==================== design 1
==> design_1/layer_met1.png <==
Drawn at 6 px/um. Supply wires on this layer in gray. Cells faint in the background.
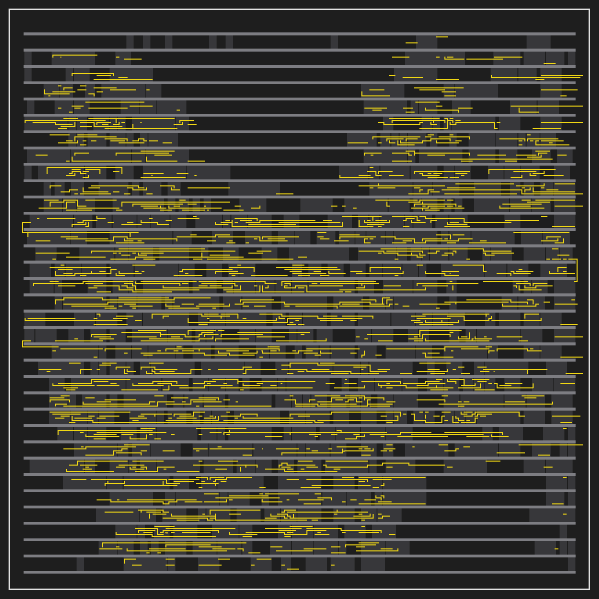

--- src/rtl/pio_pkg.sv ---
// Shared register map, identity constant and state encodings for the GPIO bus master.
package pio_pkg;

  localparam logic [2:0]  REG_WIDTH = 3'd0;
  localparam logic [2:0]  REG_ID    = 3'd1;
  localparam logic [2:0]  REG_DATA  = 3'd2;
  localparam logic [2:0]  REG_OE    = 3'd4;

  localparam logic [31:0] PIO_ID    = 32'hEA680001;

  typedef enum logic [2:0] {
    ST_PROBE_W,
    ST_PROBE_ID,
    ST_READY,
    ST_ISSUE,
    ST_RD_WAIT,
    ST_FAIL
  } state_e;

  // Who owns the transfer currently on the bus; decides where read data goes.
  typedef enum logic [1:0] {
    REQ_PROBE_W,
    REQ_PROBE_ID,
    REQ_CMD,
    REQ_POLL
  } req_kind_e;

endpackage

--- src/rtl/pio_poll_timer.sv ---
// Poll interval timer: down-counter that raises a sticky pending flag at terminal count.
module pio_poll_timer #(
  parameter int POLL_PERIOD = 1000
) (
  input  logic clk_i,
  input  logic rst_i,
  input  logic en_i,
  input  logic clr_i,
  input  logic take_i,
  output logic pend_o
);

  localparam int            CW     = $clog2(POLL_PERIOD);
  localparam logic [CW-1:0] RELOAD = CW'(POLL_PERIOD - 1);

  logic [CW-1:0] cnt_q, cnt_d;
  logic          pend_q, pend_d;

  // Next count: clear wins, otherwise count down and flag a poll at zero.
  always_comb begin
    cnt_d  = cnt_q;
    pend_d = pend_q;
    if (clr_i) begin
      cnt_d  = RELOAD;
      pend_d = 1'b0;
    end else begin
      if (take_i) pend_d = 1'b0;
      if (en_i) begin
        if (cnt_q == '0) begin
          cnt_d  = RELOAD;
          pend_d = 1'b1;
        end else begin
          cnt_d = cnt_q - 1'b1;
        end
      end
    end
  end

  // Counter and flag registers; reset means zero elapsed time.
  always_ff @(posedge clk_i) begin
    if (rst_i) begin
      cnt_q  <= RELOAD;
      pend_q <= 1'b0;
    end else begin
      cnt_q  <= cnt_d;
      pend_q <= pend_d;
    end
  end

  assign pend_o = pend_q;

endmodule

--- src/rtl/pio_bus_master.sv ---
// Avalon-MM master for one 8-bit GPIO slave: probes the slave after reset, then serves a
// command/response port and optionally polls the pin register, reporting pin edges.
//
// state       | meaning
// ST_PROBE_W  | launch read of width register
// ST_PROBE_ID | launch read of ID register
// ST_READY    | idle; accept a command or start a pending poll
// ST_ISSUE    | strobe on the bus, held until waitrequest drops or timeout
// ST_RD_WAIT  | read accepted, waiting READ_LATENCY cycles for readdata
// ST_FAIL     | probe failed; bus idle until reset
module pio_bus_master
  import pio_pkg::*;
#(
  parameter int          READ_LATENCY = 1,
  parameter int          POLL_PERIOD  = 1000,
  parameter int          WAIT_TIMEOUT = 255,
  parameter logic [31:0] EXPECT_ID    = PIO_ID
) (
  input  logic        csi_MCLK_clk,
  input  logic        rsi_MRST_reset,
  output logic [2:0]  avm_gpio_address,
  output logic [31:0] avm_gpio_writedata,
  output logic [3:0]  avm_gpio_byteenable,
  output logic        avm_gpio_write,
  output logic        avm_gpio_read,
  input  logic [31:0] avm_gpio_readdata,
  input  logic        avm_gpio_waitrequest,
  input  logic        cmd_valid,
  output logic        cmd_ready,
  input  logic        cmd_write,
  input  logic [2:0]  cmd_address,
  input  logic [7:0]  cmd_wdata,
  output logic        rsp_valid,
  output logic [7:0]  rsp_data,
  output logic        rsp_err,
  input  logic        poll_en,
  output logic [7:0]  pin_state,
  output logic        pin_change,
  output logic        probe_done,
  output logic        probe_ok
);

  localparam int                 WAIT_CW     = $clog2(WAIT_TIMEOUT + 1);
  localparam logic [WAIT_CW-1:0] WAIT_RELOAD = WAIT_CW'(WAIT_TIMEOUT - 1);
  localparam logic [1:0]         LAT_RELOAD  = 2'(READ_LATENCY - 1);

  state_e             state_q, state_d;
  req_kind_e          kind_q, kind_d;
  logic [2:0]         addr_q, addr_d;
  logic [7:0]         wbyte_q, wbyte_d;
  logic               wr_q, wr_d;
  logic [WAIT_CW-1:0] wait_cnt_q, wait_cnt_d;
  logic [1:0]         lat_cnt_q, lat_cnt_d;
  logic               width_ok_q, width_ok_d;
  logic               probe_done_q, probe_done_d;
  logic               probe_ok_q, probe_ok_d;
  logic [7:0]         pin_state_q, pin_state_d;
  logic               pin_valid_q, pin_valid_d;
  logic               pin_change_q, pin_change_d;
  logic               rsp_valid_q, rsp_valid_d;
  logic [7:0]         rsp_data_q, rsp_data_d;
  logic               rsp_err_q, rsp_err_d;

  logic poll_pend, poll_take, poll_restart;
  logic issuing;

  pio_poll_timer #(
    .POLL_PERIOD (POLL_PERIOD)
  ) u_poll_timer (
    .clk_i  (csi_MCLK_clk),
    .rst_i  (rsi_MRST_reset),
    .en_i   (state_q == ST_READY && poll_en),
    .clr_i  (!poll_en || poll_restart),
    .take_i (poll_take),
    .pend_o (poll_pend)
  );

  assign issuing             = (state_q == ST_ISSUE);
  assign avm_gpio_read       = issuing && !wr_q;
  assign avm_gpio_write      = issuing && wr_q;
  assign avm_gpio_address    = issuing ? addr_q : 3'd0;
  assign avm_gpio_writedata  = (issuing && wr_q) ? {24'b0, wbyte_q} : 32'd0;
  assign avm_gpio_byteenable = !issuing ? 4'b0000 : (wr_q ? 4'b0001 : 4'b1111);
  assign cmd_ready           = (state_q == ST_READY) && probe_ok_q;

  assign rsp_valid  = rsp_valid_q;
  assign rsp_data   = rsp_data_q;
  assign rsp_err    = rsp_err_q;
  assign pin_state  = pin_state_q;
  assign pin_change = pin_change_q;
  assign probe_done = probe_done_q;
  assign probe_ok   = probe_ok_q;

  // Next-state logic: request launch, bus handshake, timeout and read-data routing.
  always_comb begin
    state_d      = state_q;
    kind_d       = kind_q;
    addr_d       = addr_q;
    wbyte_d      = wbyte_q;
    wr_d         = wr_q;
    wait_cnt_d   = wait_cnt_q;
    lat_cnt_d    = lat_cnt_q;
    width_ok_d   = width_ok_q;
    probe_done_d = probe_done_q;
    probe_ok_d   = probe_ok_q;
    pin_state_d  = pin_state_q;
    pin_valid_d  = pin_valid_q;
    pin_change_d = 1'b0;
    rsp_valid_d  = 1'b0;
    rsp_data_d   = rsp_data_q;
    rsp_err_d    = 1'b0;
    poll_take    = 1'b0;
    poll_restart = 1'b0;

    case (state_q)
      ST_PROBE_W: begin
        kind_d     = REQ_PROBE_W;
        addr_d     = REG_WIDTH;
        wr_d       = 1'b0;
        wbyte_d    = 8'd0;
        wait_cnt_d = WAIT_RELOAD;
        state_d    = ST_ISSUE;
      end
      ST_PROBE_ID: begin
        kind_d     = REQ_PROBE_ID;
        addr_d     = REG_ID;
        wr_d       = 1'b0;
        wbyte_d    = 8'd0;
        wait_cnt_d = WAIT_RELOAD;
        state_d    = ST_ISSUE;
      end
      ST_READY: begin
        // A command handshake in the same cycle as a pending poll goes first.
        if (cmd_valid && cmd_ready) begin
          kind_d     = REQ_CMD;
          addr_d     = cmd_address;
          wr_d       = cmd_write;
          wbyte_d    = cmd_wdata;
          wait_cnt_d = WAIT_RELOAD;
          state_d    = ST_ISSUE;
        end else if (poll_pend) begin
          poll_take  = 1'b1;
          kind_d     = REQ_POLL;
          addr_d     = REG_DATA;
          wr_d       = 1'b0;
          wbyte_d    = 8'd0;
          wait_cnt_d = WAIT_RELOAD;
          state_d    = ST_ISSUE;
        end
      end
      ST_ISSUE: begin
        if (!avm_gpio_waitrequest) begin
          if (wr_q) begin
            rsp_valid_d = 1'b1;
            rsp_data_d  = 8'd0;
            state_d     = ST_READY;
          end else begin
            lat_cnt_d = LAT_RELOAD;
            state_d   = ST_RD_WAIT;
          end
        end else if (wait_cnt_q == '0) begin
          case (kind_q)
            REQ_CMD: begin
              rsp_valid_d = 1'b1;
              rsp_err_d   = 1'b1;
              rsp_data_d  = 8'd0;
              state_d     = ST_READY;
            end
            REQ_POLL: begin
              poll_restart = 1'b1;
              state_d      = ST_READY;
            end
            default: state_d = ST_FAIL;
          endcase
        end else begin
          wait_cnt_d = wait_cnt_q - 1'b1;
        end
      end
      ST_RD_WAIT: begin
        if (lat_cnt_q == 2'd0) begin
          case (kind_q)
            REQ_PROBE_W: begin
              width_ok_d = (avm_gpio_readdata == 32'd8);
              state_d    = ST_PROBE_ID;
            end
            REQ_PROBE_ID: begin
              probe_done_d = 1'b1;
              probe_ok_d   = width_ok_q && (avm_gpio_readdata == EXPECT_ID);
              state_d      = (width_ok_q && (avm_gpio_readdata == EXPECT_ID)) ? ST_READY : ST_FAIL;
            end
            REQ_CMD: begin
              rsp_valid_d = 1'b1;
              rsp_data_d  = avm_gpio_readdata[7:0];
              state_d     = ST_READY;
            end
            default: begin
              // First poll only establishes the baseline; no edge is reported.
              pin_state_d  = avm_gpio_readdata[7:0];
              pin_valid_d  = 1'b1;
              pin_change_d = pin_valid_q && (avm_gpio_readdata[7:0] != pin_state_q);
              state_d      = ST_READY;
            end
          endcase
        end else begin
          lat_cnt_d = lat_cnt_q - 1'b1;
        end
      end
      ST_FAIL: state_d = ST_FAIL;
      default: state_d = ST_PROBE_W;
    endcase
  end

  // State and datapath registers with synchronous reset.
  always_ff @(posedge csi_MCLK_clk) begin
    if (rsi_MRST_reset) begin
      state_q      <= ST_PROBE_W;
      kind_q       <= REQ_PROBE_W;
      addr_q       <= 3'd0;
      wbyte_q      <= 8'd0;
      wr_q         <= 1'b0;
      wait_cnt_q   <= '0;
      lat_cnt_q    <= 2'd0;
      width_ok_q   <= 1'b0;
      probe_done_q <= 1'b0;
      probe_ok_q   <= 1'b0;
      pin_state_q  <= 8'd0;
      pin_valid_q  <= 1'b0;
      pin_change_q <= 1'b0;
      rsp_valid_q  <= 1'b0;
      rsp_data_q   <= 8'd0;
      rsp_err_q    <= 1'b0;
    end else begin
      state_q      <= state_d;
      kind_q       <= kind_d;
      addr_q       <= addr_d;
      wbyte_q      <= wbyte_d;
      wr_q         <= wr_d;
      wait_cnt_q   <= wait_cnt_d;
      lat_cnt_q    <= lat_cnt_d;
      width_ok_q   <= width_ok_d;
      probe_done_q <= probe_done_d;
      probe_ok_q   <= probe_ok_d;
      pin_state_q  <= pin_state_d;
      pin_valid_q  <= pin_valid_d;
      pin_change_q <= pin_change_d;
      rsp_valid_q  <= rsp_valid_d;
      rsp_data_q   <= rsp_data_d;
      rsp_err_q    <= rsp_err_d;
    end
  end

endmodule

--- config.mk ---
export PLATFORM = sky130hd
export DESIGN_NAME = pio_bus_master
export DESIGN_NICKNAME = d
export VERILOG_FILES = /design/src/rtl/pio_pkg.sv /design/src/rtl/pio_poll_timer.sv /design/src/rtl/pio_bus_master.sv
export SDC_FILE = /design/constraint.sdc
export NUM_CORES = 1
export LEC_CHECK = 0
export CORE_MARGIN = 2
export CORE_UTILIZATION = 40
export DETAILED_ROUTE_END_ITERATION = 7
export PLACE_DENSITY = 0.74
export SETUP_SLACK_MARGIN = 0.05
export SLEW_MARGIN = 10
export SYNTH_ARGS = -nofsm -noshare
export SYNTH_HDL_FRONTEND = slang
export SYNTH_HIERARCHICAL = 1
export SYNTH_SLANG_ARGS = --single-unit
--- constraint.sdc ---
create_clock -name csi_MCLK_clk -period 1.7 [get_ports csi_MCLK_clk]
set_input_delay 0.34 -clock csi_MCLK_clk [delete_from_list [all_inputs] [get_ports csi_MCLK_clk]]
set_output_delay 0.34 -clock csi_MCLK_clk [all_outputs]
set_load 0.01 [all_outputs]
==================== design 2
### config.mk
export PLATFORM = sky130hd
export DESIGN_NAME = keystroke_count_bank
export DESIGN_NICKNAME = d
export VERILOG_FILES = /design/src/rtl/keystroke_pkg.sv /design/src/rtl/keystroke_channel.sv /design/src/rtl/keystroke_count_bank.sv
export SDC_FILE = /design/constraint.sdc
export NUM_CORES = 1
export LEC_CHECK = 0
export CORE_MARGIN = 4
export CORE_UTILIZATION = 35
export CTS_CLUSTER_SIZE = 10
export DETAILED_ROUTE_END_ITERATION = 10
export PLACE_DENSITY_LB_ADDON = 0.2
export SKIP_CTS_REPAIR_TIMING = 1
export SLEW_MARGIN = 20
export SYNTH_ARGS = -nofsm -noshare
export SYNTH_HDL_FRONTEND = slang
export SYNTH_SLANG_ARGS = --single-unit
### constraint.sdc
create_clock -name key_clk -period 5.8 [get_ports key_clk]
set_input_delay 0.87 -clock key_clk [delete_from_list [all_inputs] [get_ports key_clk]]
set_output_delay 0.87 -clock key_clk [all_outputs]
set_load 0.02 [all_outputs]
### src/rtl/keystroke_pkg.sv
// Shared constants, channel action encoding and the width helper used by
// the keystroke counter bank.
package keystroke_pkg;

  localparam int MODE_SATURATE = 0;
  localparam int MODE_WRAP     = 1;

  // What a channel does to its counter this cycle, after priority resolution.
  typedef enum logic [2:0] {
    ACT_HOLD,
    ACT_CLEAR,
    ACT_INC,
    ACT_DEC,
    ACT_WRAP
  } chan_act_e;

  // Ceiling log2 for elaboration-time widths; clog2(1) = 0.
  function automatic int clog2(input int value);
    int r;
    r = 0;
    for (int i = 0; i < 31; i++) begin
      if ((1 << i) < value) r = i + 1;
    end
    return r;
  endfunction

endpackage

### src/rtl/keystroke_channel.sv
// One key channel: rising-edge press detect, bounded up/down counter and
// its limit/overflow flag. Exposes the next count so the bank can keep a
// registered total that never lags the per-channel counts.
module keystroke_channel
  import keystroke_pkg::*;
#(
  parameter int CNT_W     = 4,
  parameter int MAX_CNT   = 4,
  parameter int WRAP_MODE = MODE_SATURATE
) (
  input  logic             clk,
  input  logic             rst_n,
  input  logic             enable_i,
  input  logic             key_i,
  input  logic             dec_i,
  input  logic             clear_i,
  output logic [CNT_W-1:0] count_o,
  output logic [CNT_W-1:0] count_next_o,
  output logic             overflow_o
);

  localparam logic [CNT_W-1:0] MAX_C = CNT_W'(MAX_CNT);

  logic             prev_q;
  logic [CNT_W-1:0] cnt_q, cnt_d;
  logic             ovf_q, ovf_d;
  logic             press;
  logic             dec;
  chan_act_e        act;

  // The previous level follows the key every cycle, so a key already high
  // when enable rises is not seen as a new press.
  assign press = key_i & ~prev_q & enable_i;
  assign dec   = dec_i & enable_i;

  always_comb begin
    // NOTE: every variable written here gets a default first, otherwise
    // paths that skip an assignment would infer a latch.
    act = ACT_HOLD;
    if (clear_i) begin
      act = ACT_CLEAR;
    end else if (press && dec) begin
      act = ACT_HOLD;
    end else if (press) begin
      if (cnt_q < MAX_C)                  act = ACT_INC;
      else if (WRAP_MODE == MODE_WRAP)    act = ACT_WRAP;
      else                                act = ACT_HOLD;
    end else if (dec && (cnt_q != '0)) begin
      act = ACT_DEC;
    end
  end

  always_comb begin
    cnt_d = cnt_q;
    ovf_d = ovf_q;
    unique case (act)
      ACT_CLEAR: begin
        cnt_d = '0;
        ovf_d = 1'b0;
      end
      ACT_INC:  cnt_d = cnt_q + CNT_W'(1);
      ACT_DEC:  cnt_d = cnt_q - CNT_W'(1);
      ACT_WRAP: begin
        cnt_d = '0;
        ovf_d = 1'b1;
      end
      default:  ;
    endcase
    // Saturating channels flag "at limit"; wrapping channels keep a sticky flag.
    if (WRAP_MODE == MODE_SATURATE) ovf_d = (cnt_d == MAX_C);
  end

  always_ff @(posedge clk or negedge rst_n) begin
    if (!rst_n) begin
      prev_q <= 1'b0;
      cnt_q  <= '0;
      ovf_q  <= 1'b0;
    end else begin
      // NOTE: state registers use non-blocking assignments so every flop
      // samples the pre-edge values regardless of statement order.
      prev_q <= key_i;
      cnt_q  <= cnt_d;
      ovf_q  <= ovf_d;
    end
  end

  assign count_o      = cnt_q;
  assign count_next_o = cnt_d;
  assign overflow_o   = ovf_q;

endmodule

### src/rtl/keystroke_count_bank.sv
// Bank of N_CH independent keystroke counters with a registered running
// total and a combinational "any channel full" flag.
module keystroke_count_bank
  import keystroke_pkg::*;
#(
  parameter int N_CH      = 4,
  parameter int CNT_W     = 4,
  parameter int MAX_CNT   = 4,
  parameter int WRAP_MODE = MODE_SATURATE
) (
  input  logic                        key_clk,
  input  logic                        key_reset,
  input  logic                        key_enable,
  input  logic [N_CH-1:0]             key_in,
  input  logic [N_CH-1:0]             key_dec,
  input  logic [N_CH-1:0]             key_clear,
  output logic [N_CH*CNT_W-1:0]       key_count,
  output logic [N_CH-1:0]             key_overflow,
  output logic [CNT_W+clog2(N_CH):0]  key_total,
  output logic                        key_any_full
);

  localparam int TOT_W = CNT_W + clog2(N_CH) + 1;

  logic [N_CH*CNT_W-1:0] count_next;
  logic [TOT_W-1:0]      total_q, total_d;

  for (genvar g = 0; g < N_CH; g++) begin : g_ch
    keystroke_channel #(
      .CNT_W     (CNT_W),
      .MAX_CNT   (MAX_CNT),
      .WRAP_MODE (WRAP_MODE)
    ) u_ch (
      .clk          (key_clk),
      .rst_n        (key_reset),
      .enable_i     (key_enable),
      .key_i        (key_in[g]),
      .dec_i        (key_dec[g]),
      .clear_i      (key_clear[g]),
      .count_o      (key_count[g*CNT_W +: CNT_W]),
      .count_next_o (count_next[g*CNT_W +: CNT_W]),
      .overflow_o   (key_overflow[g])
    );
  end

  // Summing the channels' next counts lets the total register update on the
  // same edge as the counts themselves.
  always_comb begin
    total_d = '0;
    for (int i = 0; i < N_CH; i++) begin
      total_d = total_d + TOT_W'(count_next[i*CNT_W +: CNT_W]);
    end
  end

  always_ff @(posedge key_clk or negedge key_reset) begin
    if (!key_reset) total_q <= '0;
    else            total_q <= total_d;
  end

  assign key_total    = total_q;
  assign key_any_full = |key_overflow;

endmodule

==================== design 3
### src/rtl/instr_loader.sv
// rtl/instr_loader.sv - serial byte-stream loader that fills instruction memory and releases the CPU
module instr_loader #(
    parameter int          DEPTH_WORDS = 256,
    parameter logic [31:0] BASE_ADDR   = 32'h0000_0000
) (
    input  logic        clk,
    input  logic        rst_n,
    input  logic        start,
    input  logic        byte_valid,
    input  logic [7:0]  byte_data,
    output logic        byte_ready,
    output logic        imem_we,
    output logic [31:0] imem_addr,
    output logic [31:0] imem_wdata,
    output logic        cpu_rst_n,
    output logic        busy,
    output logic        done,
    output logic        err
);

    localparam logic [2:0] S_IDLE   = 3'd0;
    localparam logic [2:0] S_LEN_HI = 3'd1;
    localparam logic [2:0] S_LEN_LO = 3'd2;
    localparam logic [2:0] S_DATA   = 3'd3;
    localparam logic [2:0] S_WRITE  = 3'd4;
    localparam logic [2:0] S_DONE   = 3'd5;
    localparam logic [2:0] S_ERR    = 3'd6;

    // Word index must reach DEPTH_WORDS itself (the post-increment compare against N).
    localparam int          IDX_W   = $clog2(DEPTH_WORDS + 1);
    localparam logic [31:0] DEPTH_L = 32'(DEPTH_WORDS);

    logic [2:0]       state;
    logic [15:0]      word_cnt;
    logic [IDX_W-1:0] word_idx;
    logic [1:0]       byte_idx;
    logic [23:0]      asm_q;

    logic        fire;
    logic [31:0] len_full;
    logic [31:0] next_idx;
    logic [31:0] word_addr;

    assign byte_ready = (state == S_LEN_HI) || (state == S_LEN_LO) || (state == S_DATA);
    assign imem_we    = (state == S_WRITE);
    assign busy       = byte_ready || imem_we;
    assign done       = (state == S_DONE);
    assign cpu_rst_n  = (state == S_DONE);
    assign err        = (state == S_ERR);

    assign fire      = byte_valid && byte_ready;
    assign len_full  = {16'd0, word_cnt[15:8], byte_data};
    assign next_idx  = 32'(word_idx) + 32'd1;
    assign word_addr = BASE_ADDR + (32'(word_idx) << 2);

    always_ff @(posedge clk or negedge rst_n) begin
        if (!rst_n) begin
            state      <= S_IDLE;
            word_cnt   <= 16'd0;
            word_idx   <= '0;
            byte_idx   <= 2'd0;
            asm_q      <= 24'd0;
            imem_addr  <= 32'd0;
            imem_wdata <= 32'd0;
        end else begin
            case (state)
                S_IDLE, S_DONE, S_ERR: begin
                    if (start) begin
                        word_idx <= '0;
                        byte_idx <= 2'd0;
                        state    <= S_LEN_HI;
                    end
                end
                S_LEN_HI: begin
                    if (fire) begin
                        word_cnt[15:8] <= byte_data;
                        state          <= S_LEN_LO;
                    end
                end
                S_LEN_LO: begin
                    if (fire) begin
                        word_cnt[7:0] <= byte_data;
                        if (len_full == 32'd0 || len_full > DEPTH_L)
                            state <= S_ERR;
                        else
                            state <= S_DATA;
                    end
                end
                S_DATA: begin
                    if (fire) begin
                        asm_q    <= {asm_q[15:0], byte_data};
                        byte_idx <= byte_idx + 2'd1;
                        // Output registers are loaded here so they are stable for the whole WRITE cycle.
                        if (byte_idx == 2'd3) begin
                            imem_addr  <= word_addr;
                            imem_wdata <= {asm_q, byte_data};
                            state      <= S_WRITE;
                        end
                    end
                end
                S_WRITE: begin
                    word_idx <= next_idx[IDX_W-1:0];
                    if (next_idx == {16'd0, word_cnt})
                        state <= S_DONE;
                    else
                        state <= S_DATA;
                end
                default: state <= S_IDLE;
            endcase
        end
    end

endmodule

### config.mk
export PLATFORM = sky130hd
export DESIGN_NAME = instr_loader
export DESIGN_NICKNAME = d
export VERILOG_FILES = /design/src/rtl/instr_loader.sv
export SDC_FILE = /design/constraint.sdc
export NUM_CORES = 1
export LEC_CHECK = 0
export CAP_MARGIN = 20
export CORE_ASPECT_RATIO = 0.7
export CORE_UTILIZATION = 47
export DETAILED_ROUTE_END_ITERATION = 10
export PLACE_DENSITY = 0.76
export SYNTH_ARGS = -nofsm -noshare
export SYNTH_HDL_FRONTEND = slang
export SYNTH_SLANG_ARGS = --single-unit
### constraint.sdc
create_clock -name clk -period 1.9 [get_ports clk]
set_input_delay 0.19 -clock clk [delete_from_list [all_inputs] [get_ports clk]]
set_output_delay 0.19 -clock clk [all_outputs]
set_load 0.02 [all_outputs]
==> design_2/placement.png <==
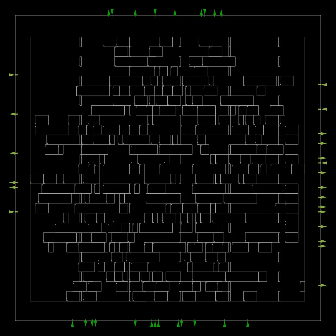
site row count: 27
sequential fraction of total cell area: 28.4%
number of filler instances in the final layout: 549
sequential cell count: 30
count of inserted tapcells: 72

==> impl.org, design 2 <==
#+TITLE: Synthesis and PnR summary

** Floorplan
- Die X :: 84.9 um

** Detailed routing
- Final routed wire length divided by cell count :: 13.1 um
- In this run the remaining antenna-violating nets after routing total 0.
- Per the log, the first TritonRoute iteration ended with a DRC count of 52.

** Placement
- Half-perimeter wire length after detailed placement :: 3.23 mm
- Including well taps, the total number of placed cells is 310.
- Post-placement cell area :: 2550 um^2

** Power
- Share of power burned in the clock network :: 36.5%
- Leakage power :: 0.00131 uW

** Synth
- Cell count listed in synth_stat.txt :: 199
- Yosys reported that registers with async set or reset make up 100%.
- Gate Count Post-Synth :: 199
- Summed over all instances, the cell type with the most area after synthesis is sky130_fd_sc_hd__dfrtp_1.
- Count of warnings emitted by yosys :: 0
- Yosys cell types :: 35
- Most instantiated flip-flop cell in the synthesis netlist :: sky130_fd_sc_hd__dfrtp_1
- Yosys reports that the leading cell type by area covers 36.3% of the netlist area.

** Outcome
- Outcome :: finished clean

** Setup path
- Cells along the critical path :: clkdlybuf4s50_1 > nand2_1 > or2_2 > nor3_1 > ha_1 > a21o_1 > a2111oi_0 > mux2i_1 > o21ai_0 > nand2b_1 > fa_1 > fa_1 > inv_1 > ha_1 > nor2b_1 > o21ai_0 > nand2b_1
- The critical path is of the primary input to flip-flop type.
- The OpenROAD report gives the critical path a data arrival time of 5490 ps.

** Finish
- Logic share of the area :: 45.7%

** GRT
- Initial antenna violation count :: 0

** Final timing
- Max-slew check failures listed in the final report amount to 0.
[design 2: per-stage QoR]
stage	util, %	total power, uW
after detailed placement	45.5	300
after CTS	47.1	476
after global routing	47.1	492
after global placement	45.5	300
final	47.1	465
after floorplan	-	265
[design 2: cell families (layout without fill, tap and decap cells)]
logic type                 count (synthesis)  in the layout  share of synthesized area (%)
buffers and inverters                     22             69                           5.44
adders and majority gates                 25             25                           19.5
muxes                                     11             11                           5.32
and+or+nand+nor                           74             74                           20.3
AOI/OAI and AO/OA                         26             26                           8.82
DFF                                       30             30                           36.3
xor gates and xnor gates                  10             10                           4.23
other                                      1              1                          0.181
[design 2: worst min-delay path by stage]
| stage | endpoint | cells past startpoint |
|---|---|---|
| final | g_ch[1].u_ch.overflow_o | 2 |
| after global routing | g_ch[2].u_ch.overflow_o | 2 |
| after CTS | g_ch[1].u_ch.overflow_o | 2 |
| after detailed placement | g_ch[1].u_ch.overflow_o | 2 |
| after global placement | g_ch[1].u_ch.overflow_o | 2 |
| after floorplan | g_ch[0].u_ch.count_o[0] | 0 |
[design 2: registers in the layout (all words and copies together), names as in the netlist]
name and cells:
g_ch.u_ch.count_o 16, g_ch.u_ch.prev_q 4, key_total 6, g_ch.u_ch.overflow_o 4
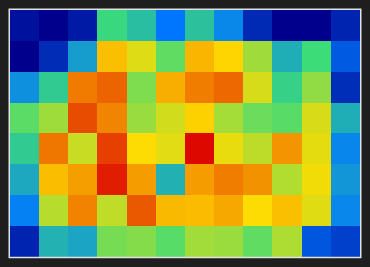
(design_3/cell_density.png)
Drawn at 3 px/um. 12 x 8 tiles, from dark blue (low) to red (high), 0 to 100% covered.
fullest tile	99%
nearly empty tiles	4.2%
tiles over 75% full	29%
mean over tiles	56%

==> impl.org, design 3 <==
#+TITLE: Synthesis and PnR summary

** Outcome
- Outcome :: finished with violations
- The checks that failed: setup timing.

** Final timing
- Crit path setup slack, layout :: -11.6 ps
- FMAX :: 523 MHz
- From the final report, the count of setup violators was given as 1.

** Synth
- Share of flip-flops with an asynchronous set or reset :: 100%
- The synthesized design contains 0 enable-type register cells.

** GRT
- The via count of the first global-routing pass came to 3090.
- All-layer global routing usage :: 21.3%

** Detailed routing
- Final routed wire length divided by cell count :: 15.1 um
- DRC :: 0

** Finish
- Final design utilization :: 63.5%
- Multi-input logic gates represent a cell area share of 31.9%.

** Power
- Across the VDD grid, the largest voltage drop is 0.559 mV.

** Clock network
- Resized Gates After CTS :: 13
-- design 3: path summary, 6_finish.rpt --
| check | depth (start not counted) | endpoint | startpoint |
|---|---|---|---|
| min in group clk | 2 | asm_q[18] | asm_q[18] |
| worst max-delay path | 6 | state[1] | word_idx[0] |
| worst min-delay path | 2 | imem_wdata[18] | rst_n |
| max in group asynchronous | 3 | imem_wdata[28] | rst_n |
| worst max register to register | 6 | state[1] | word_idx[0] |
| worst min register to register | 2 | asm_q[18] | asm_q[18] |
-- design 3: registers in the layout (all words and copies together), names as in the netlist --
| register | count |
|---|---|
| word_cnt | 16 |
| asm_q | 24 |
| byte_idx | 2 |
| state | 3 |
| word_idx | 9 |
| imem_addr | 9 |
| imem_wdata | 32 |
-- design 3: logic make-up after synthesis --
group           count (synthesis)  synth area share (%)
fa+ha+maj                       2                 0.579
simple gates                  132                  14.0
xor+xnor                       18                  3.65
buf+inv                        47                  7.32
compound gates                 30                  4.28
flops                          95                  55.0
other cells                     1                0.0867
mux                            58                  15.1
-- design 3: routing by layer --
metal  share of wire (%)  vias up  track usage, %
met3                 6.1       14            5.40
li1                    -     1409               -
met4                 1.2        0            5.44
met5                   0        -               0
met2                  46       84            33.4
met1                  47     1510            29.8
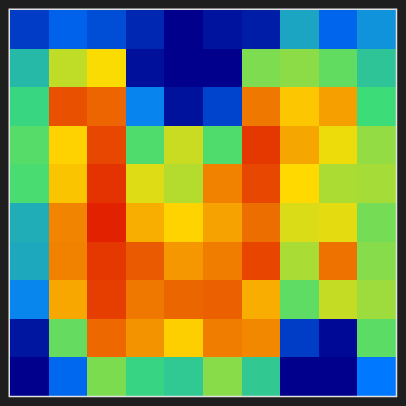
(design_1/cell_density.png)
Drawn at 4 px/um. 10 x 10 tiles, from dark blue (low) to red (high), 0 to 100% covered.
nearly empty tiles	7.0%
mean over tiles	57%
emptiest ninth of the die	top center

About design_1/layer_met1.png:
main direction	horizontal
longest straight run	36.6 um
wire length on this layer	4190 um
via count: 3459
met1 routing resource usage after global routing: 25.1%
Total Routed Length: 10.4 mm

==> impl.org, design 1 <==
#+TITLE: Synthesis and PnR summary

** Outcome
- The flow ran to the end, but the final reports show violations.
- The final reports fail on setup timing.

** Setup path
- Crit Reg-Reg Endpoint :: u_poll_timer/cnt_q[5]
- CP Capture Type :: flip-flop

** Final timing
- After layout, the worst path uses 104% of the clock period.
- After layout, the setup clock skew is reported as 5.37 ps.
- Setup repair after global routing could not meet its margin everywhere.
- Number of failing setup endpoints in the final timing report :: 9
- Crit path setup slack, layout :: -61.0 ps

** Job
- Tool Warnings :: 30

** Detailed routing
- DRT met1 WL :: 4.19 mm

** Placement
- Half-perimeter wire length after detailed placement :: 7.23 mm

** Floorplan
- Site row count :: 33

** Power
- Net Sw Frac :: 30.4%
- Clock network power :: 1210 uW

** Synth
- Average cell area after synthesis :: 8.63 um^2
- MUX area fraction :: 1.21%
design 1: worst reg2reg max path, stage by stage, from the launching register on:
cell	delay, ps
sky130_fd_sc_hd__dfxtp_2	330
sky130_fd_sc_hd__buf_6	130
sky130_fd_sc_hd__nor2_4	100
sky130_fd_sc_hd__and3_4	220
sky130_fd_sc_hd__nand4bb_4	130
sky130_fd_sc_hd__or4b_4	550
sky130_fd_sc_hd__and2_4	200
sky130_fd_sc_hd__nand2_2	50
design 1: logic make-up after synthesis:
group / Yosys count
multiplexers: 4
AND/OR/NAND/NOR: 157
flip-flops: 61
XOR/XNOR: 20
buffers and inverters: 64
adder cells (fa/ha/maj): 4
other: 1
AND-OR/OR-AND: 85
design 1: synth_stat cells (all sizes together) (2+ instances only):
cell,n
nor3,7
or3,3
nor2b,2
xnor2,9
nor3b,4
nor2,39
a22oi,11
nand3,17
a211oi,5
nand2b,3
a221oi,2
o211ai,8
o21ai,5
and3,11
o31ai,3
a21bo,3
inv,13
nor4,13
nand3b,3
ha,4
xor2,11
o22ai,2
clkbuf,14
a31oi,4
a21o,5
nand2,35
nor4b,3
dfxtp,61
and2,7
buf,37
a21oi,30
nand4b,2
mux2i,3
a2111oi,3
nand4,3


==> gallery <==
Wires at chosen ports, followed through buffers.
picture 1
Drawn at 3 px/um.
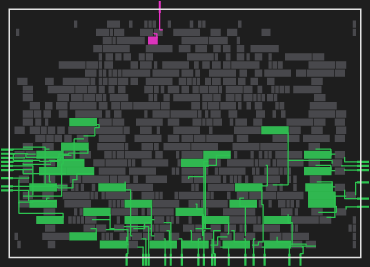
picture 2
Drawn at 4 px/um.
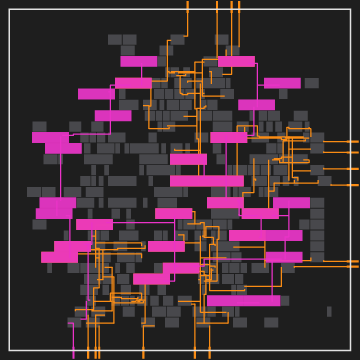
picture 3
Drawn at 4 px/um.
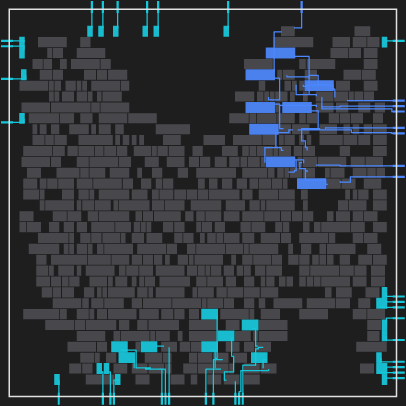
Of these, smallest die: picture 2
Of these, fewest cells: picture 2
- picture 1 = design 3
- picture 3 = design 1
- picture 2 = design 2

No activity file was given, so power comes from the tool's default toggle rates.
